# ---- design 1 ----
Fig. 1: design 1, drive-strength map
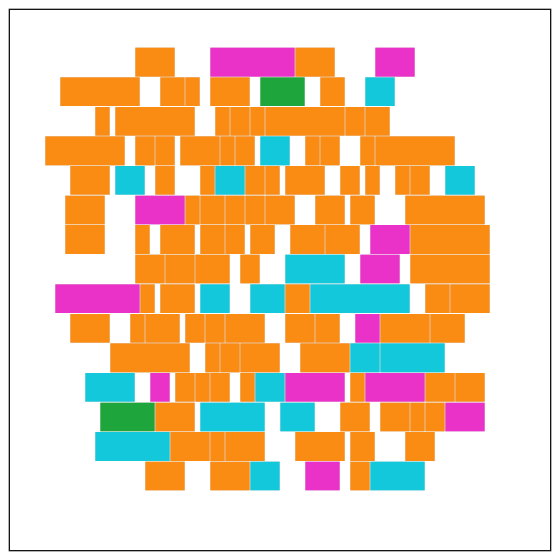

`src/rtl/intersection_phase_scheduler.sv`:
```
// Two-street intersection phase scheduler with pedestrian service and tick-based timing.
// Optional EMERGENCY_PREEMPT_EN adds an emerg input that preempts side/ped phases and freezes main green.
module intersection_phase_scheduler #(
  parameter int MAIN_MIN_GREEN = 10,
  parameter int YELLOW_TIME    = 3,
  parameter int ALL_RED_TIME   = 2,
  parameter int SIDE_GREEN     = 10,
  parameter int WALK_TIME      = 8
) (
  input  logic       clk,
  input  logic       reset,
  input  logic       tick,
  input  logic       side_req,
  input  logic       ped_req,
`ifdef EMERGENCY_PREEMPT_EN
  input  logic       emerg,
`endif
  output logic [2:0] main_lights,
  output logic [2:0] side_lights,
  output logic       walk,
  output logic       ped_ack,
  output logic [2:0] phase
);

  localparam logic [2:0] INIT     = 3'd0;
  localparam logic [2:0] MAIN_G   = 3'd1;
  localparam logic [2:0] MAIN_Y   = 3'd2;
  localparam logic [2:0] ALL_R1   = 3'd3;
  localparam logic [2:0] SIDE_G   = 3'd4;
  localparam logic [2:0] SIDE_Y   = 3'd5;
  localparam logic [2:0] PED_WALK = 3'd6;
  localparam logic [2:0] ALL_R2   = 3'd7;

  localparam logic [3:0] MIN_G_T  = 4'(MAIN_MIN_GREEN);
  localparam logic [3:0] YEL_T    = 4'(YELLOW_TIME);
  localparam logic [3:0] RED_T    = 4'(ALL_RED_TIME);
  localparam logic [3:0] SIDE_G_T = 4'(SIDE_GREEN);
  localparam logic [3:0] WALK_T   = 4'(WALK_TIME);

  // grant / last_served encoding: 0 = side street, 1 = pedestrian
  localparam logic GRANT_SIDE = 1'b0;
  localparam logic GRANT_PED  = 1'b1;

  logic [2:0] state, state_nx, dest;
  logic [3:0] cnt, cnt_nx, dur;
  logic       ped_pend, ped_pend_nx;
  logic       grant, grant_nx;
  logic       last_served, last_nx;
  logic       emerg_i;
  logic       entering_walk;

`ifdef EMERGENCY_PREEMPT_EN
  assign emerg_i = emerg;
`else
  assign emerg_i = 1'b0;
`endif

  function automatic logic [3:0] sat_inc(input logic [3:0] c, input logic [3:0] lim);
    return (c >= lim) ? lim : c + 4'd1;
  endfunction

  always_comb begin
    dur  = RED_T;
    dest = MAIN_G;
    case (state)
      INIT:     begin dur = RED_T;    dest = MAIN_G; end
      MAIN_G:   begin dur = MIN_G_T;  dest = MAIN_Y; end
      MAIN_Y:   begin dur = YEL_T;    dest = ALL_R1; end
      ALL_R1:   begin dur = RED_T;    dest = (grant == GRANT_PED) ? PED_WALK : SIDE_G; end
      SIDE_G:   begin dur = SIDE_G_T; dest = SIDE_Y; end
      SIDE_Y:   begin dur = YEL_T;    dest = ALL_R2; end
      PED_WALK: begin dur = WALK_T;   dest = ALL_R2; end
      default:  begin dur = RED_T;    dest = MAIN_G; end
    endcase
  end

  // Main green saturates and waits for demand; every other state is a fixed dwell.
  always_comb begin
    state_nx = state;
    cnt_nx   = cnt;
    grant_nx = grant;
    last_nx  = last_served;
    if (state == MAIN_G) begin
      if (tick && !emerg_i) begin
        cnt_nx = sat_inc(cnt, dur);
        if (cnt_nx == dur && (side_req || ped_pend)) begin
          state_nx = dest;
          grant_nx = (side_req && ped_pend) ? ~last_served : ped_pend;
        end
      end
    end else if (emerg_i && (state == SIDE_G || state == PED_WALK)) begin
      state_nx = dest;
    end else if (tick) begin
      cnt_nx = cnt + 4'd1;
      if (cnt_nx == dur) state_nx = dest;
    end
    if (state == ALL_R1 && state_nx != state) last_nx = grant;
    if (state_nx != state) cnt_nx = '0;
  end

  assign entering_walk = (state_nx == PED_WALK) && (state != PED_WALK);
  assign ped_pend_nx   = entering_walk ? 1'b0 : (ped_pend | ped_req);

  always_ff @(posedge clk) begin
    if (!reset) begin
      state       <= INIT;
      cnt         <= '0;
      ped_pend    <= 1'b0;
      grant       <= GRANT_SIDE;
      last_served <= GRANT_PED;
      ped_ack     <= 1'b0;
    end else begin
      state       <= state_nx;
      cnt         <= cnt_nx;
      ped_pend    <= ped_pend_nx;
      grant       <= grant_nx;
      last_served <= last_nx;
      ped_ack     <= entering_walk;
    end
  end

  always_comb begin
    main_lights = 3'b100;
    side_lights = 3'b100;
    case (state)
      MAIN_G:  main_lights = 3'b001;
      MAIN_Y:  main_lights = 3'b010;
      SIDE_G:  side_lights = 3'b001;
      SIDE_Y:  side_lights = 3'b010;
      default: ;
    endcase
  end

  assign walk  = (state == PED_WALK);
  assign phase = state;

endmodule

```
`config.mk`:
```
export PLATFORM = sky130hd
export DESIGN_NAME = intersection_phase_scheduler
export DESIGN_NICKNAME = d
export VERILOG_FILES = /design/src/rtl/intersection_phase_scheduler.sv
export SDC_FILE = /design/constraint.sdc
export NUM_CORES = 1
export LEC_CHECK = 0
export ABC_CLOCK_PERIOD_IN_PS = 2550
export CORE_MARGIN = 3
export CORE_UTILIZATION = 45
export CTS_CLUSTER_SIZE = 8
export DETAILED_ROUTE_END_ITERATION = 7
export GPL_TIMING_DRIVEN = 0
export PLACE_DENSITY_LB_ADDON = 0.25
export SYNTH_ARGS = -nofsm -noshare
export SYNTH_HDL_FRONTEND = slang
export SYNTH_SLANG_ARGS = --single-unit
```
`constraint.sdc`:
```
create_clock -name clk -period 2.55 [get_ports clk]
set_input_delay 0.51 -clock clk [delete_from_list [all_inputs] [get_ports clk]]
set_output_delay 0.51 -clock clk [all_outputs]
set_load 0.01 [all_outputs]
```
# ---- design 2 ----
## config.mk

```make
export PLATFORM = sky130hd
export DESIGN_NAME = colocador_barcos_flat
export DESIGN_NICKNAME = d
export VERILOG_FILES = /design/src/rtl/colocador_barcos_if.sv /design/src/rtl/colocador_barcos.sv /design/src/flat_wrapper.sv
export SDC_FILE = /design/constraint.sdc
export NUM_CORES = 1
export LEC_CHECK = 0
export CAP_MARGIN = 10
export CORE_AREA = 2 2 83 85
export DETAILED_ROUTE_END_ITERATION = 16
export DIE_AREA = 0 0 85 87
export PLACE_DENSITY = 0.81
export SKIP_LAST_GASP = 1
export SYNTH_ARGS = -nofsm -noshare
export SYNTH_HDL_FRONTEND = slang
export SYNTH_SLANG_ARGS = --single-unit
```

## constraint.sdc

```tcl
create_clock -name clk -period 12.5 [get_ports clk]
set_input_delay 2.5 -clock clk [delete_from_list [all_inputs] [get_ports clk]]
set_output_delay 2.5 -clock clk [all_outputs]
set_load 0.05 [all_outputs]
```

## src/rtl/colocador_barcos_if.sv

```systemverilog
// Request/status bundle for the ship placer: the master drives the placement
// request and observes the board, the slave is the placer itself.
interface colocador_barcos_if;
    logic [4:0]  cell_idx;
    logic        orient;
    logic        place;
    logic [24:0] board;
    logic [2:0]  ship_num;
    logic        busy;
    logic        placed;
    logic        reject;
    logic        done;

    modport master (
        output cell_idx, orient, place,
        input  board, ship_num, busy, placed, reject, done
    );

    modport slave (
        input  cell_idx, orient, place,
        output board, ship_num, busy, placed, reject, done
    );
endinterface

```

## src/rtl/colocador_barcos.sv

```systemverilog
// Places NUM_SHIPS ships (ship k has length k+1) on a 5x5 board one request at a time.
// Optional macro ADJ_GAP_EN also refuses ships touching an existing ship orthogonally.
module colocador_barcos #(
    parameter int NUM_SHIPS = 3
) (
    input  logic            clk,
    input  logic            rst,
    colocador_barcos_if.slave bus
);

    typedef enum logic [2:0] {IDLE, CHECK, WRITE, REJECT, DONE} state_t;

    // Bits sitting in column 0 and column 4 of the row-major board.
    localparam logic [24:0] COL_FIRST = 25'h0108421;
    localparam logic [24:0] COL_LAST  = 25'h1084210;

    state_t      state, state_next;
    logic [4:0]  req_idx;
    logic        req_orient;
    logic [24:0] board_q;
    logic [2:0]  ship_q;

    logic [4:0]  base;
    logic [2:0]  row, col, start, len;
    logic        in_range, fits, req_ok;
    logic [24:0] target, blocked;
    int          pos;

    // Target mask and validity are derived from the captured request; board and
    // ship count do not move between CHECK and WRITE, so WRITE reuses the mask.
    // NOTE: every always_comb output gets a default first so no latch is inferred.
    always_comb begin
        base     = req_idx - 5'd1;
        row      = 3'(base / 5'd5);
        col      = 3'(base % 5'd5);
        len      = ship_q + 3'd1;
        start    = req_orient ? row : col;
        in_range = (req_idx != 5'd0) && (req_idx <= 5'd25);
        fits     = ({1'b0, start} + {1'b0, len}) <= 4'd5;
        target   = '0;
        pos      = 0;
        for (int k = 0; k < 5; k++) begin
            if (k < int'(len)) begin
                pos = int'(base) + (req_orient ? 5 * k : k);
                if (pos < 25) target = target | (25'd1 << pos);
            end
        end
`ifdef ADJ_GAP_EN
        blocked = board_q
                | ((board_q << 1) & ~COL_FIRST)
                | ((board_q >> 1) & ~COL_LAST)
                | (board_q << 5)
                | (board_q >> 5);
`else
        blocked = board_q;
`endif
        req_ok = in_range && fits && ((target & blocked) == 25'd0);
    end

    always_comb begin
        state_next = state;
        unique case (state)
            IDLE:    if (bus.place) state_next = CHECK;
            CHECK:   state_next = req_ok ? WRITE : REJECT;
            WRITE:   state_next = (ship_q + 3'd1 == 3'(NUM_SHIPS)) ? DONE : IDLE;
            REJECT:  state_next = IDLE;
            DONE:    state_next = DONE;
            default: state_next = IDLE;
        endcase
    end

    // NOTE: sequential state uses non-blocking assignments so every register
    // samples pre-edge values regardless of statement order.
    always_ff @(posedge clk) begin
        if (rst) begin
            state      <= IDLE;
            req_idx    <= '0;
            req_orient <= 1'b0;
            board_q    <= '0;
            ship_q     <= '0;
        end else begin
            state <= state_next;
            if (state == IDLE && bus.place) begin
                req_idx    <= bus.cell_idx;
                req_orient <= bus.orient;
            end
            if (state == WRITE) begin
                board_q <= board_q | target;
                ship_q  <= ship_q + 3'd1;
            end
        end
    end

    assign bus.board    = board_q;
    assign bus.ship_num = ship_q;
    assign bus.busy     = (state == CHECK) || (state == WRITE) || (state == REJECT);
    assign bus.placed   = (state == WRITE);
    assign bus.reject   = (state == REJECT);
    assign bus.done     = (state == DONE);

endmodule

```

## src/flat_wrapper.sv

```systemverilog
// flat-port wrapper written by rule: the top's interface ports become plain ports
module colocador_barcos_flat 
#(
    parameter int NUM_SHIPS = 3
)
  (clk, rst, bus_cell_idx, bus_orient, bus_place, bus_board, bus_ship_num, bus_busy, bus_placed, bus_reject, bus_done);
  colocador_barcos_if bus_i ();
  input  logic clk;
  input  logic rst;
  input wire logic [$bits(bus_i.cell_idx)-1:0] bus_cell_idx;
  input wire logic [$bits(bus_i.orient)-1:0] bus_orient;
  input wire logic [$bits(bus_i.place)-1:0] bus_place;
  output wire logic [$bits(bus_i.board)-1:0] bus_board;
  output wire logic [$bits(bus_i.ship_num)-1:0] bus_ship_num;
  output wire logic [$bits(bus_i.busy)-1:0] bus_busy;
  output wire logic [$bits(bus_i.placed)-1:0] bus_placed;
  output wire logic [$bits(bus_i.reject)-1:0] bus_reject;
  output wire logic [$bits(bus_i.done)-1:0] bus_done;
  assign bus_i.cell_idx = bus_cell_idx;
  assign bus_i.orient = bus_orient;
  assign bus_i.place = bus_place;
  assign bus_board = bus_i.board;
  assign bus_ship_num = bus_i.ship_num;
  assign bus_busy = bus_i.busy;
  assign bus_placed = bus_i.placed;
  assign bus_reject = bus_i.reject;
  assign bus_done = bus_i.done;
  colocador_barcos #(.NUM_SHIPS(NUM_SHIPS)) u_core (.clk(clk), .rst(rst), .bus(bus_i));
endmodule
```

# ---- design 3 ----
### config.mk
export PLATFORM = sky130hd
export DESIGN_NAME = memory_port_arbiter
export DESIGN_NICKNAME = d
export VERILOG_FILES = /design/src/rtl/memory_port_arbiter_pkg.sv /design/src/rtl/memory_port_arbiter.sv
export SDC_FILE = /design/constraint.sdc
export NUM_CORES = 1
export LEC_CHECK = 0
export ABC_AREA = 1
export CORE_AREA = 2 2 109 111
export DETAILED_ROUTE_END_ITERATION = 7
export DIE_AREA = 0 0 111 113
export HOLD_SLACK_MARGIN = 0.08
export PLACE_DENSITY_LB_ADDON = 0.05
export SETUP_SLACK_MARGIN = 0.1
export SLEW_MARGIN = 25
export SYNTH_ARGS = -nofsm -noshare
export SYNTH_HDL_FRONTEND = slang
export SYNTH_SLANG_ARGS = --single-unit
### constraint.sdc
create_clock -name clk -period 1.2 [get_ports clk]
set_clock_uncertainty 0.1 [all_clocks]
set_input_delay 0.24 -clock clk [delete_from_list [all_inputs] [get_ports clk]]
set_output_delay 0.24 -clock clk [all_outputs]
set_load 0.005 [all_outputs]
### src/rtl/memory_port_arbiter_pkg.sv
// memory_port_arbiter_pkg: shared state encoding and sizing helper for the memory port arbiter.
package memory_port_arbiter_pkg;
  localparam int ARB_STATE_BITS = 2;
  typedef enum logic [ARB_STATE_BITS-1:0] {
    ARB_IDLE    = 2'd0,
    ARB_WAIT_IF = 2'd1,
    ARB_WAIT_DM = 2'd2
  } arb_state_e;
  function automatic int burst_cnt_width(input int max_burst);
    return $clog2(max_burst + 1);
  endfunction
endpackage

### src/rtl/memory_port_arbiter.sv
// memory_port_arbiter: shares one single-outstanding memory port between fetch and data,
// with bounded data bursts while a fetch waits and dropping of killed fetch responses.
module memory_port_arbiter
  import memory_port_arbiter_pkg::*;
#(
  parameter int ADDR_WIDTH     = 32,
  parameter int DATA_WIDTH     = 32,
  parameter int MAX_DATA_BURST = 4
) (
  input  logic                    clk,
  input  logic                    rst_n,
  input  logic                    if_req,
  input  logic [ADDR_WIDTH-1:0]   if_addr,
  input  logic                    if_kill,
  output logic [DATA_WIDTH-1:0]   if_rdata,
  output logic                    if_valid,
  input  logic                    dm_req,
  input  logic                    dm_we,
  input  logic [ADDR_WIDTH-1:0]   dm_addr,
  input  logic [DATA_WIDTH-1:0]   dm_wdata,
  input  logic [DATA_WIDTH/8-1:0] dm_be,
  output logic [DATA_WIDTH-1:0]   dm_rdata,
  output logic                    dm_valid,
  output logic                    mem_req,
  output logic                    mem_we,
  output logic [ADDR_WIDTH-1:0]   mem_addr,
  output logic [DATA_WIDTH-1:0]   mem_wdata,
  output logic [DATA_WIDTH/8-1:0] mem_be,
  input  logic                    mem_ready,
  input  logic                    mem_rvalid,
  input  logic [DATA_WIDTH-1:0]   mem_rdata,
  output logic                    stall_fetch_req,
  output logic                    stall_memory_req
);
  localparam int CW = burst_cnt_width(MAX_DATA_BURST);
  localparam logic [CW-1:0] BURST_MAX = CW'(MAX_DATA_BURST);
  arb_state_e    state_q, state_d;
  logic          kill_pending_q, kill_pending_d;
  logic [CW-1:0] burst_cnt_q, burst_cnt_d;
  logic          idle, dm_win, if_win, accept;
  always_ff @(posedge clk or negedge rst_n) begin
    if (!rst_n) begin
      state_q        <= ARB_IDLE;
      kill_pending_q <= 1'b0;
      burst_cnt_q    <= '0;
    end else begin
      state_q        <= state_d;
      kill_pending_q <= kill_pending_d;
      burst_cnt_q    <= burst_cnt_d;
    end
  end
  // Data keeps priority until it has taken MAX_DATA_BURST grants in a row over a waiting fetch.
  always_comb begin
    idle   = state_q == ARB_IDLE;
    dm_win = dm_req & (~if_req | (burst_cnt_q < BURST_MAX));
    if_win = if_req & ~dm_win;
    accept = rst_n & idle & (dm_win | if_win) & mem_ready;
  end
  always_comb begin
    state_d        = idle ? (accept ? (dm_win ? ARB_WAIT_DM : ARB_WAIT_IF) : ARB_IDLE)
                          : (mem_rvalid ? ARB_IDLE : state_q);
    kill_pending_d = (state_q == ARB_WAIT_IF) ? (~mem_rvalid & (kill_pending_q | if_kill))
                                              : (kill_pending_q | (accept & if_win & if_kill));
    burst_cnt_d    = ~accept ? burst_cnt_q
                   : (dm_win & if_req) ? ((burst_cnt_q == BURST_MAX) ? burst_cnt_q : burst_cnt_q + CW'(1))
                   : '0;
  end
  always_comb begin
    mem_req          = rst_n & idle & (dm_win | if_win);
    mem_we           = mem_req & dm_win & dm_we;
    mem_addr         = dm_win ? dm_addr : if_addr;
    mem_wdata        = dm_win ? dm_wdata : '0;
    mem_be           = dm_win ? dm_be : '1;
    if_valid         = (state_q == ARB_WAIT_IF) & mem_rvalid & ~(kill_pending_q | if_kill);
    dm_valid         = (state_q == ARB_WAIT_DM) & mem_rvalid;
    if_rdata         = mem_rdata;
    dm_rdata         = mem_rdata;
    stall_fetch_req  = if_req & ~if_valid;
    stall_memory_req = dm_req & ~dm_valid;
  end
  // A killed fetch may be abandoned by the fetch stage, so only a live one must hold its request.
  a_dm_hold: assert property (@(posedge clk) disable iff (!rst_n) (state_q == ARB_WAIT_DM) |-> dm_req);
  a_if_hold: assert property (@(posedge clk) disable iff (!rst_n)
    (state_q == ARB_WAIT_IF && !kill_pending_q && !if_kill) |-> if_req);
endmodule
# ---- design 4 ----
File: config.mk
export PLATFORM = sky130hd
export DESIGN_NAME = dp_mem_arbiter_flat
export DESIGN_NICKNAME = d
export VERILOG_FILES = /design/src/rtl/dp_mem_arbiter_if.sv /design/src/rtl/dp_mem_arbiter.sv /design/src/flat_wrapper.sv
export SDC_FILE = /design/constraint.sdc
export NUM_CORES = 1
export LEC_CHECK = 0
export CAP_MARGIN = 20
export CORE_MARGIN = 3
export CORE_UTILIZATION = 28
export CTS_CLUSTER_SIZE = 10
export DETAILED_ROUTE_END_ITERATION = 10
export PLACE_DENSITY = 0.94
export SLEW_MARGIN = 30
export SYNTH_ARGS = -nofsm -noshare
export SYNTH_HDL_FRONTEND = slang
export SYNTH_SLANG_ARGS = --single-unit
File: constraint.sdc
create_clock -name clk -period 3.11 [get_ports clk]
set_input_delay 0.4665 -clock clk [delete_from_list [all_inputs] [get_ports clk]]
set_output_delay 0.4665 -clock clk [all_outputs]
set_load 0.03 [all_outputs]
File: src/rtl/dp_mem_arbiter_if.sv
// dp_mem_arbiter_if: requester-side and memory-side bus of dp_mem_arbiter
interface dp_mem_arbiter_if #(
    parameter int NUM_REQ = 2,
    parameter int ADDR_W  = 5,
    parameter int DATA_W  = 8
);
    localparam int ID_W = $clog2(NUM_REQ);
    logic [NUM_REQ-1:0]        req_wr;
    logic [NUM_REQ*ADDR_W-1:0] req_waddr;
    logic [NUM_REQ*DATA_W-1:0] req_wdata;
    logic [NUM_REQ-1:0]        req_rd;
    logic [NUM_REQ*ADDR_W-1:0] req_raddr;
    logic [NUM_REQ-1:0]        gnt_wr;
    logic [NUM_REQ-1:0]        gnt_rd;
    logic                      err_wr;
    logic                      err_rd;
    logic                      rvalid;
    logic [ID_W-1:0]           rid;
    logic [DATA_W-1:0]         rdata;
    logic                      mem_enb;
    logic                      mem_wr;
    logic                      mem_rd;
    logic [ADDR_W-1:0]         mem_w_addr;
    logic [ADDR_W-1:0]         mem_r_addr;
    logic [DATA_W-1:0]         mem_w_data;
    logic [DATA_W-1:0]         mem_r_data;
    modport master (
        output req_wr, req_waddr, req_wdata, req_rd, req_raddr, mem_r_data,
        input  gnt_wr, gnt_rd, err_wr, err_rd, rvalid, rid, rdata,
               mem_enb, mem_wr, mem_rd, mem_w_addr, mem_r_addr, mem_w_data
    );
    modport slave (
        input  req_wr, req_waddr, req_wdata, req_rd, req_raddr, mem_r_data,
        output gnt_wr, gnt_rd, err_wr, err_rd, rvalid, rid, rdata,
               mem_enb, mem_wr, mem_rd, mem_w_addr, mem_r_addr, mem_w_data
    );
endinterface

File: src/rtl/dp_mem_arbiter.sv
// dp_mem_arbiter: round-robin write/read port arbiter for a dual-port memory; ARB_WR_BYPASS_EN forwards same-address write data to the read
module dp_mem_arbiter #(
    parameter int NUM_REQ = 2,
    parameter int ADDR_W  = 5,
    parameter int DATA_W  = 8,
    parameter int DEPTH   = 16
) (
    input logic           clk,
    input logic           rst,
    dp_mem_arbiter_if.slave bus
);
    localparam int ID_W = $clog2(NUM_REQ);

    logic [ID_W-1:0]   wr_ptr, rd_ptr, w_win, r_win;
    logic              w_hit, r_hit, w_ok, r_ok, w_go, r_go;
    logic [ADDR_W-1:0] w_addr, r_addr;
    logic [DATA_W-1:0] w_data;

    // First asserted request at or after ptr, wrapping modulo NUM_REQ; MSB flags a hit.
    function automatic logic [ID_W:0] pick(input logic [NUM_REQ-1:0] req, input logic [ID_W-1:0] ptr);
        logic [ID_W:0] res, s;
        res = '0;
        for (int k = NUM_REQ - 1; k >= 0; k--) begin
            s = {1'b0, ptr} + (ID_W + 1)'(k);
            if (s >= (ID_W + 1)'(NUM_REQ)) s = s - (ID_W + 1)'(NUM_REQ);
            if (req[s[ID_W-1:0]]) res = {1'b1, s[ID_W-1:0]};
        end
        return res;
    endfunction

    function automatic logic [ID_W-1:0] nxt(input logic [ID_W-1:0] p);
        return (p == ID_W'(NUM_REQ - 1)) ? '0 : p + 1'b1;
    endfunction

    // Pick winners per port and mux their address/data slices.
    always_comb begin
        {w_hit, w_win} = pick(bus.req_wr, wr_ptr);
        {r_hit, r_win} = pick(bus.req_rd, rd_ptr);
        w_addr = '0;
        w_data = '0;
        r_addr = '0;
        for (int i = 0; i < NUM_REQ; i++) begin
            if (w_win == ID_W'(i)) w_addr = bus.req_waddr[i*ADDR_W +: ADDR_W];
            if (w_win == ID_W'(i)) w_data = bus.req_wdata[i*DATA_W +: DATA_W];
            if (r_win == ID_W'(i)) r_addr = bus.req_raddr[i*ADDR_W +: ADDR_W];
        end
        w_ok = {1'b0, w_addr} < (ADDR_W + 1)'(DEPTH);
        r_ok = {1'b0, r_addr} < (ADDR_W + 1)'(DEPTH);
        w_go = rst & w_hit & w_ok;
        r_go = rst & r_hit & r_ok;
    end

    // Grants, error flags and memory drive; everything is held low while in reset.
    always_comb begin
        bus.gnt_wr = '0;
        bus.gnt_rd = '0;
        for (int i = 0; i < NUM_REQ; i++) begin
            bus.gnt_wr[i] = rst & w_hit & (w_win == ID_W'(i));
            bus.gnt_rd[i] = rst & r_hit & (r_win == ID_W'(i));
        end
        bus.err_wr     = rst & w_hit & ~w_ok;
        bus.err_rd     = rst & r_hit & ~r_ok;
        bus.mem_wr     = w_go;
        bus.mem_rd     = r_go;
        bus.mem_enb    = w_go | r_go;
        bus.mem_w_addr = w_go ? w_addr : '0;
        bus.mem_w_data = w_go ? w_data : '0;
        bus.mem_r_addr = r_go ? r_addr : '0;
    end

    // Pointers advance past any granted winner (out-of-range included); read tag follows the memory's one-cycle latency.
    always_ff @(posedge clk) begin
        if (!rst) begin
            wr_ptr     <= '0;
            rd_ptr     <= '0;
            bus.rvalid <= 1'b0;
            bus.rid    <= '0;
        end else begin
            if (w_hit) wr_ptr <= nxt(w_win);
            if (r_hit) rd_ptr <= nxt(r_win);
            bus.rvalid <= r_go;
            if (r_go) bus.rid <= r_win;
        end
    end

`ifdef ARB_WR_BYPASS_EN
    logic              byp_sel;
    logic [DATA_W-1:0] byp_data;

    // Capture write data when it collides with a read of the same word so the read sees the new value.
    always_ff @(posedge clk) begin
        if (!rst) begin
            byp_sel  <= 1'b0;
            byp_data <= '0;
        end else begin
            byp_sel  <= w_go & r_go & (w_addr == r_addr);
            byp_data <= w_data;
        end
    end

    assign bus.rdata = byp_sel ? byp_data : bus.mem_r_data;
`else
    assign bus.rdata = bus.mem_r_data;
`endif
endmodule

File: src/flat_wrapper.sv
// flat-port wrapper written by rule: the top's interface ports become plain ports
module dp_mem_arbiter_flat 
#(
    parameter int NUM_REQ = 2,
    parameter int ADDR_W  = 5,
    parameter int DATA_W  = 8,
    parameter int DEPTH   = 16
)
  (clk, rst, bus_req_wr, bus_req_waddr, bus_req_wdata, bus_req_rd, bus_req_raddr, bus_mem_r_data, bus_gnt_wr, bus_gnt_rd, bus_err_wr, bus_err_rd, bus_rvalid, bus_rid, bus_rdata, bus_mem_enb, bus_mem_wr, bus_mem_rd, bus_mem_w_addr, bus_mem_r_addr, bus_mem_w_data);
  dp_mem_arbiter_if #(.NUM_REQ(NUM_REQ), .ADDR_W(ADDR_W), .DATA_W(DATA_W)) bus_i ();
  input logic clk;
  input logic rst;
  input wire logic [$bits(bus_i.req_wr)-1:0] bus_req_wr;
  input wire logic [$bits(bus_i.req_waddr)-1:0] bus_req_waddr;
  input wire logic [$bits(bus_i.req_wdata)-1:0] bus_req_wdata;
  input wire logic [$bits(bus_i.req_rd)-1:0] bus_req_rd;
  input wire logic [$bits(bus_i.req_raddr)-1:0] bus_req_raddr;
  input wire logic [$bits(bus_i.mem_r_data)-1:0] bus_mem_r_data;
  output wire logic [$bits(bus_i.gnt_wr)-1:0] bus_gnt_wr;
  output wire logic [$bits(bus_i.gnt_rd)-1:0] bus_gnt_rd;
  output wire logic [$bits(bus_i.err_wr)-1:0] bus_err_wr;
  output wire logic [$bits(bus_i.err_rd)-1:0] bus_err_rd;
  output wire logic [$bits(bus_i.rvalid)-1:0] bus_rvalid;
  output wire logic [$bits(bus_i.rid)-1:0] bus_rid;
  output wire logic [$bits(bus_i.rdata)-1:0] bus_rdata;
  output wire logic [$bits(bus_i.mem_enb)-1:0] bus_mem_enb;
  output wire logic [$bits(bus_i.mem_wr)-1:0] bus_mem_wr;
  output wire logic [$bits(bus_i.mem_rd)-1:0] bus_mem_rd;
  output wire logic [$bits(bus_i.mem_w_addr)-1:0] bus_mem_w_addr;
  output wire logic [$bits(bus_i.mem_r_addr)-1:0] bus_mem_r_addr;
  output wire logic [$bits(bus_i.mem_w_data)-1:0] bus_mem_w_data;
  assign bus_i.req_wr = bus_req_wr;
  assign bus_i.req_waddr = bus_req_waddr;
  assign bus_i.req_wdata = bus_req_wdata;
  assign bus_i.req_rd = bus_req_rd;
  assign bus_i.req_raddr = bus_req_raddr;
  assign bus_i.mem_r_data = bus_mem_r_data;
  assign bus_gnt_wr = bus_i.gnt_wr;
  assign bus_gnt_rd = bus_i.gnt_rd;
  assign bus_err_wr = bus_i.err_wr;
  assign bus_err_rd = bus_i.err_rd;
  assign bus_rvalid = bus_i.rvalid;
  assign bus_rid = bus_i.rid;
  assign bus_rdata = bus_i.rdata;
  assign bus_mem_enb = bus_i.mem_enb;
  assign bus_mem_wr = bus_i.mem_wr;
  assign bus_mem_rd = bus_i.mem_rd;
  assign bus_mem_w_addr = bus_i.mem_w_addr;
  assign bus_mem_r_addr = bus_i.mem_r_addr;
  assign bus_mem_w_data = bus_i.mem_w_data;
  dp_mem_arbiter #(.NUM_REQ(NUM_REQ), .ADDR_W(ADDR_W), .DATA_W(DATA_W), .DEPTH(DEPTH)) u_core (.clk(clk), .rst(rst), .bus(bus_i));
endmodule
Fig. 2: design 4, clock wiring as the flow saved it
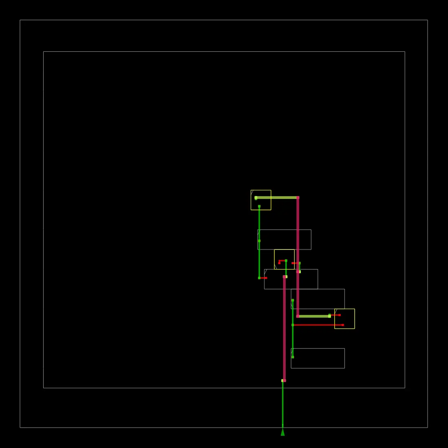
Clock Latency Late Sink: 240 ps
CTS buffer count: 3
Setup Skew: 2.62 ps
flop count: 4
Sink Count: 4

==> run_results.csv, design 4 <==
group,metric,value,unit
floorplanning,num_tap_cells,28,
global_routing,grt.total_usage,0.179,
routing,drt.antenna.violating_nets,0,
floorplanning,fp-utilization,0.305,
status,outcome,"completed",
global_routing,top_usage_layer,"met2",
layout,layout_top_cells,"62 x clkdlybuf4s50_1, 20 x nand3_1, 18 x o21ai_0",
global_routing,grt_pass1_vias,1050,
worst_setup_path,reg2reg_depth,3,
routing,met1_length,1140,µm
logic_synthesis,top_cells_by_count,"20 x nand3_1, 18 x o21ai_0, 16 x a211oi_1",
layout,num-fill-cells,225,
routing,drt_iter0_markers,14,
global_routing,grt_pass1_wl,4680,µm
layout,final_util,0.587,
clocking,hold_buffers,0,
layout,inverters,5,
routing,highest_layer,"met4",
floorplanning,dieArea,0.00314,mm²
design 4: worst paths after layout:
path                       end  slack [ps]
max          bus_mem_w_data[1]         120
min              u_core.wr_ptr         540
max reg2reg  u_core.bus.rvalid        1890
min reg2reg      u_core.wr_ptr         540
design 4: metrics by stage:
| stage | instance area (µm²) | setup slack (ps) | cells | total power [mW] |
|---|---|---|---|---|
| 4_1_cts | 1340 | 133 | 195 | 0.326 |
| 5_1_grt | 1350 | 16.7 | 195 | 0.345 |
| 3_3_place_gp | 1320 | 190 | 192 | 0.254 |
| 2_1_floorplan | 704 | 962 | 109 | 0.181 |
| 6_report | 1350 | 125 | 195 | 0.324 |
| 3_5_place_dp | 1320 | 140 | 192 | 0.259 |
design 4: state kept, by name, summed over array words and instances, names as in the netlist:
register / flops
u_core.bus.rid: 1
u_core.bus.rvalid: 1
u_core.rd_ptr: 1
u_core.wr_ptr: 1
design 4: cell families after synthesis:
kind of cell,share of synthesized area
AOI/OAI and AO/OA,0.405
and+or+nand+nor,0.271
buffers and inverters,0.204
DFF,0.114
other,0.00535
design 4: where the power goes:
part,switching (mW),leakage (nW),internal [mW]
clock network,0.0214,0.0138,0.0432
registers,0.00260,0.0331,0.0550
logic,0.104,0.460,0.0987
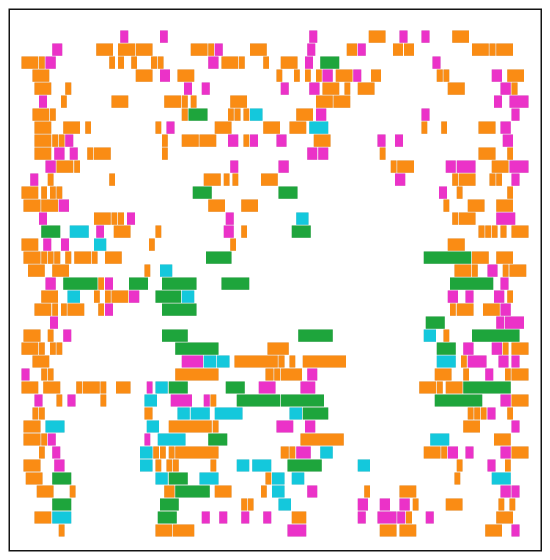
Fig. 3. Drive-strength map (design 3).
- orange: drive 1 or less (cells 257; share 57%; most used clkdlybuf4s50_1)
- magenta: drive 2 (cells 120; share 27%; most used buf_2)
- green: drive 6 and up (cells 36; share 8.0%; most used buf_6)
- cyan: drive 3 to 4 (cells 36; share 8.0%; most used buf_4)
Non-clk bufs: 231
fin area: 0.00364 mm²
Syn-to-layout area delta: 133%
fin worst setup slack: -579 ps

==> run_results.csv, design 3 <==
group,metric,value,unit
power_and_ir_drop,switching_power,0.587,mW
final_timing,fin_ws,-579,ps
worst_setup_path,endpoint,"mem_addr[18]",
power_and_ir_drop,clockPowerShare,0.271,
routing,drt_iter0_markers,38,
logic_synthesis,logic_family,"buffers and inverters",
routing,vias,2185,
power_and_ir_drop,switching_share,0.294,
worst_setup_path,crit_path_end_kind,"output pin",
clocking,cts_tree,"done",
clocking,cts_buffers,3,
placement,place_congestion,0.711,
logic_synthesis,top_area_cell,"buf_4",
layout,num-fill-cells,1275,
layout,register_area,150,µm²
power_and_ir_drop,pg_comb,1.20,mW
power_and_ir_drop,power_density,549,mW/mm²
final_timing,max_freq,562,MHz
placement,place_area,0.00321,mm²
worst_setup_path,reg2reg_depth,9,
layout,comb_area,935,µm²
layout,drive_above_1_share,0.428,
routing,via_per_inst,3.69,
worst_setup_path,r2r_start,"burst_cnt_q[2]",
logic_synthesis,aoi_share,0.0216,
layout,final_util,0.323,
global_routing,grt.total_usage,0.105,
min_path,hold_class,"primary input to asynchronous set/reset pin",
logic_synthesis,seq_area_frac_synth,0.0962,
power_and_ir_drop,comb_power_share,0.603,
logic_synthesis,synthArstFlopShare,1.00,
status,violations,"negative setup slack",
worst_setup_path,arrival,1440,ps
floorplanning,core_area,0.0113,mm²
status,outcome,"finished with violations",
power_and_ir_drop,peakVddDrop,0.371,mV
worst_setup_path,worstPathRequired,860,ps
placement,numPortBuffers,181,
placement,placed_cells,560,
routing,drc,0,
final_timing,whs,228,ps
final_timing,hold_viol,0,
final_timing,finalSetupViolCount,80,
floorplanning,fp-utilization,0.139,
-- design 3: cell type report --
type                       instances  share of cell area
timing repair buffer             231               0.584
multi-input combinational        166               0.257
tap                              143              0.0492
inverter                          43              0.0478
sequential                         6              0.0413
clock buffer                       3              0.0206
-- design 3: per-layer routing --
layer	share of wire	routed length [µm]	track usage
met5	0	0	0
met4	0.030	210	0.0325
met3	0.10	740	0.0370
met2	0.52	3680	0.203
met1	0.35	2440	0.106
-- design 3: worst max-delay path, stage by stage, from the launching register on --
cell     delay [ps]
dfrtp_1         380
nand2_2         110
nand2_8          70
buf_12          140
inv_12           60
buf_12          110
buf_8           110
nand2_1          50
nand2_1          50
buf_2           110
-- design 3: cells in the final DEF (no fill, tap or decap), types with 3 or more instances in the layout --
cell type	synthesis	routed
inv_1	42	39
dfrtp_1	6	6
clkbuf_2	0	5
clkbuf_16	0	4
buf_2	7	56
inv_2	1	3
nor2_1	40	12
nand2_1	104	82
buf_16	0	4
or2_1	4	4
clkdlybuf4s50_1	0	103
nand2_2	1	21
nor2_2	0	21
buf_6	3	17
buf_12	0	4
clkdlybuf4s15_2	0	8
buf_8	0	4
buf_4	64	24
nor2_4	1	8
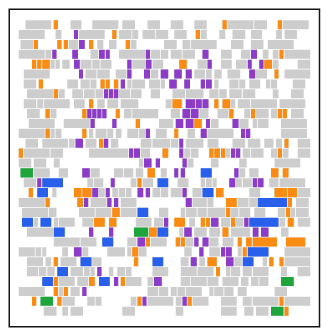
Fig. 4. Gate-type map (design 2).
- purple: NAND gates (cells 101)
- blue: XOR/XNOR gates (cells 20)
- orange: NOR gates (cells 98; where spread over the die)
- green: multiplexers (cells 5)
fraction of area in multi-input gates: 0.661
fin cells: 649
most numerous logic cell after layout: nor2_1

==> run_results.csv, design 2 <==
group,metric,value,unit
clocking,cts.htree.levels,2,
status,outcome,"completed",
floorplanning,fp-utilization,0.604,
global_routing,grt.met1_usage,0.510,
min_path,hold-path-endpoint,"u_core.bus.board[4]",
final_timing,worst_slew_pin_slew,1320,ps
clocking,clk_pin_slew,90,ps
final_timing,whs,502,ps
clocking,ctsResizeCount,0,
placement,numPortBuffers,40,
clocking,clock-sinks,37,
worst_setup_path,timing.rr.end,"u_core.state[0]",
global_routing,grt_pass1_wl,21200,µm
final_timing,slew_viol_final,0,
layout,drive_above_1_share,0.0545,
worst_setup_path,path_class,"flop to flop",
floorplanning,rows,30,
min_path,hold_depth,2,
final_timing,skew,3.40,ps
worst_setup_path,r2r_start,"u_core.req_idx[0]",
layout,areaGrowthSynthToFinish,12.2,%
global_routing,grt.total_usage,0.357,
placement,dp_hpwl,9360,µm
[design 2: state kept, by name, summed over array words and instances, names as in the netlist]
name	flops
u_core.state	3
u_core.req_orient	1
u_core.bus.board	25
u_core.req_idx	5
u_core.bus.ship_num	3
[design 2: critical path: stages, from the launching register on]
cell      delay, ps
dfxtp_1         750
inv_1           220
ha_1            610
xor2_1         1010
clkinv_1        620
xnor2_1         450
nor3_1           80
o21ai_0         410
xnor2_1         160
ha_1            220
nand2b_1        140
maj3_1          380
a21oi_2         240
nor2_1           60
a31oi_1         190
o22ai_1         130
fa_1            430
xor2_1          140
o22ai_1         110
nor4b_1         400
o21ai_0         240
a31oi_1         200
nand4_1         110
nor4_1          290
a31oi_1         110
[design 2: cell type report]
cell class                 instances  area [µm²]
multi-input combinational        450        2940
fill                             603        2120
sequential                        37         741
timing repair buffer              45         438
inverter                          29         109
tap                               80         100
clock buffer                       6        82.6
clock inverter                     2        37.5
[design 2: through the flow]
step	std cells	area (µm²)	setup slack, ps
2_1_floorplan	559	3970	6350
3_3_place_gp	641	4330	5200
3_5_place_dp	641	4330	5010
4_1_cts	649	4450	4940
5_1_grt	649	4450	4000
6_report	649	4450	4670
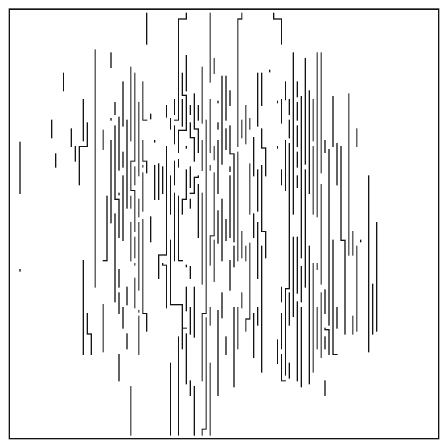
Fig. 5. Metal 2 (design 1).
- longest straight run: 27.5 µm
- main direction: vertical

## Picture notes: Fig. 1
- magenta: drive 2 (cells 12; share 9.2%; most used nor3_2)
- cyan: drive 3 to 4 (cells 18; share 14%; most used buf_4)
- green: drive 6 and up (cells 2; share 1.5%)
- orange: drive 1 or less (cells 99; share 76%; most used clkdlybuf4s50_1)
fin area: 0.00118 mm²
Syn-to-layout area delta: 37.6%
fin worst setup slack: 59.9 ps
Non-clk bufs: 24

==> run_results.csv, design 1 <==
group,metric,value,unit
status,outcome,"completed",
worst_setup_path,critPathTopFamily,"simple AND/OR/NAND/NOR gates",
floorplanning,core_area,0.00176,mm²
logic_synthesis,synth_warnings,0,
logic_synthesis,avgSynthCellArea,8.02,µm²
worst_setup_path,worst-path-stages,10,
logic_synthesis,top_area_cell,"dfxtp_1",
global_routing,grt_pass1_wl,3860,µm
power_and_ir_drop,clockPowerShare,0.301,
routing,drc,0,
final_timing,setup_tns,0,ps
logic_synthesis,seq_area_frac_synth,0.257,
placement,dp_hpwl,1580,µm
logic_synthesis,yosys.area_share.simple,0.286,
logic_synthesis,synth_top_area_share,0.257,
[design 1: area by class of cell]
cell class                 instances  area [µm²]
multi-input combinational         85         649
inverter                           7        26.3
fill                             155         583
tap                               25        31.3
sequential                        11         223
buffer                             4        37.5
clock buffer                       4        26.3
timing repair buffer              20         188
[design 1: state kept, by name, summed over array words and instances (netlist names)]
register / cells
cnt: 4
grant: 1
last_served: 1
ped_ack: 1
ped_pend: 1
phase: 3
[design 1: cell usage in the layout, fill, tap and decap left out, drive strengths merged, types with 5 or more instances in the layout]
cell           netlist  routed
a21oi               10      10
buf                  3       8
clkbuf               1       5
clkdlybuf4s50        0      15
dfxtp               11      11
inv                  7       7
nand2                5       5
nor2                 9       9
nor3                 6       6
o21ai                6       6
[design 1: how the worst min path moves through the flow]
stage,from,endpoint,slack (ps),cells after the start
floorplan,grant,grant,460,2
finish,grant,grant,510,2
global route,grant,grant,530,2
detailed placement,grant,grant,490,2
global placement,grant,grant,490,2
CTS,grant,grant,510,2
[design 1: routing by layer]
| layer | part of all wire | global-route usage |
|---|---|---|
| met4 | 0.013 | 0.0829 |
| met3 | 0.063 | 0.0574 |
| met1 | 0.41 | 0.241 |
| met5 | 0 | 0 |
| met2 | 0.52 | 0.328 |


==> notes/layouts.md <==
Pictures saved along the way, in no particular order.

Gate-type map.
image #1
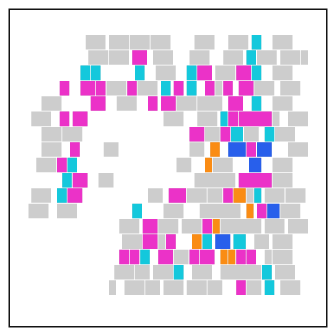
image #2
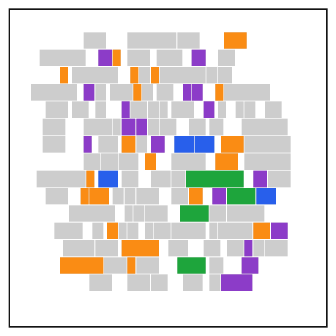
image #3
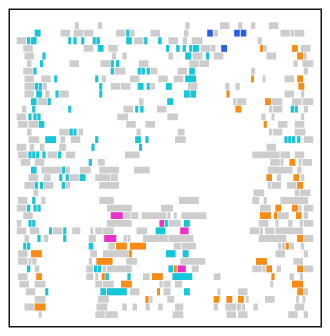
- design 4 = image #1
- design 1 = image #2
- design 3 = image #3

Key to image #1:
- blue: AND and OR gates (cells 5; where middle right)
- cyan: NAND gates (cells 24)
- orange: NOR gates (cells 8)
- magenta: inverting AOI/OAI gates (cells 42)


==> layout pictures side by side <==
Placed cells, one colour a class.
panel A
The bar under the picture is 20 µm long. Fill, decap, tap and diode cells in grey.
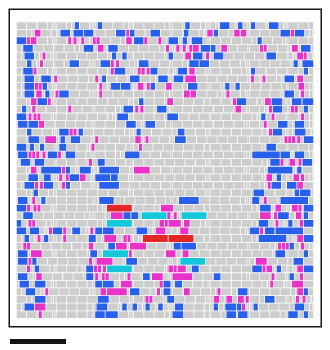
panel B
The bar under the picture is 10 µm long. Fill, decap, tap and diode cells in grey.
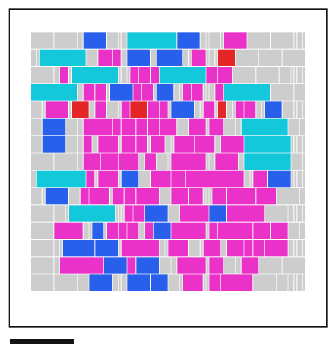
panel C
The bar under the picture is 20 µm long. Fill, decap, tap and diode cells in grey.
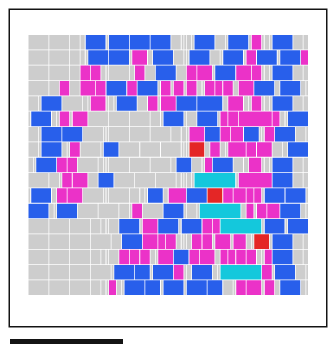
panel D
The bar under the picture is 20 µm long. Fill, decap, tap and diode cells in grey.
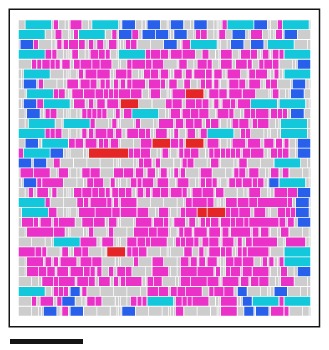
panel C -> design 4
panel B -> design 1
panel A -> design 3
panel D -> design 2

Key to panel C:
- cyan: flops (cells 4; share of their area 6.1%)
- blue: other buffers and delay cells (cells 73; share of their area 54%)
- magenta: all other logic (cells 87; share of their area 38%)
- red: cells driving clock nets (cells 3; share of their area 1.7%)

Power and IR drop assume default switching activity.
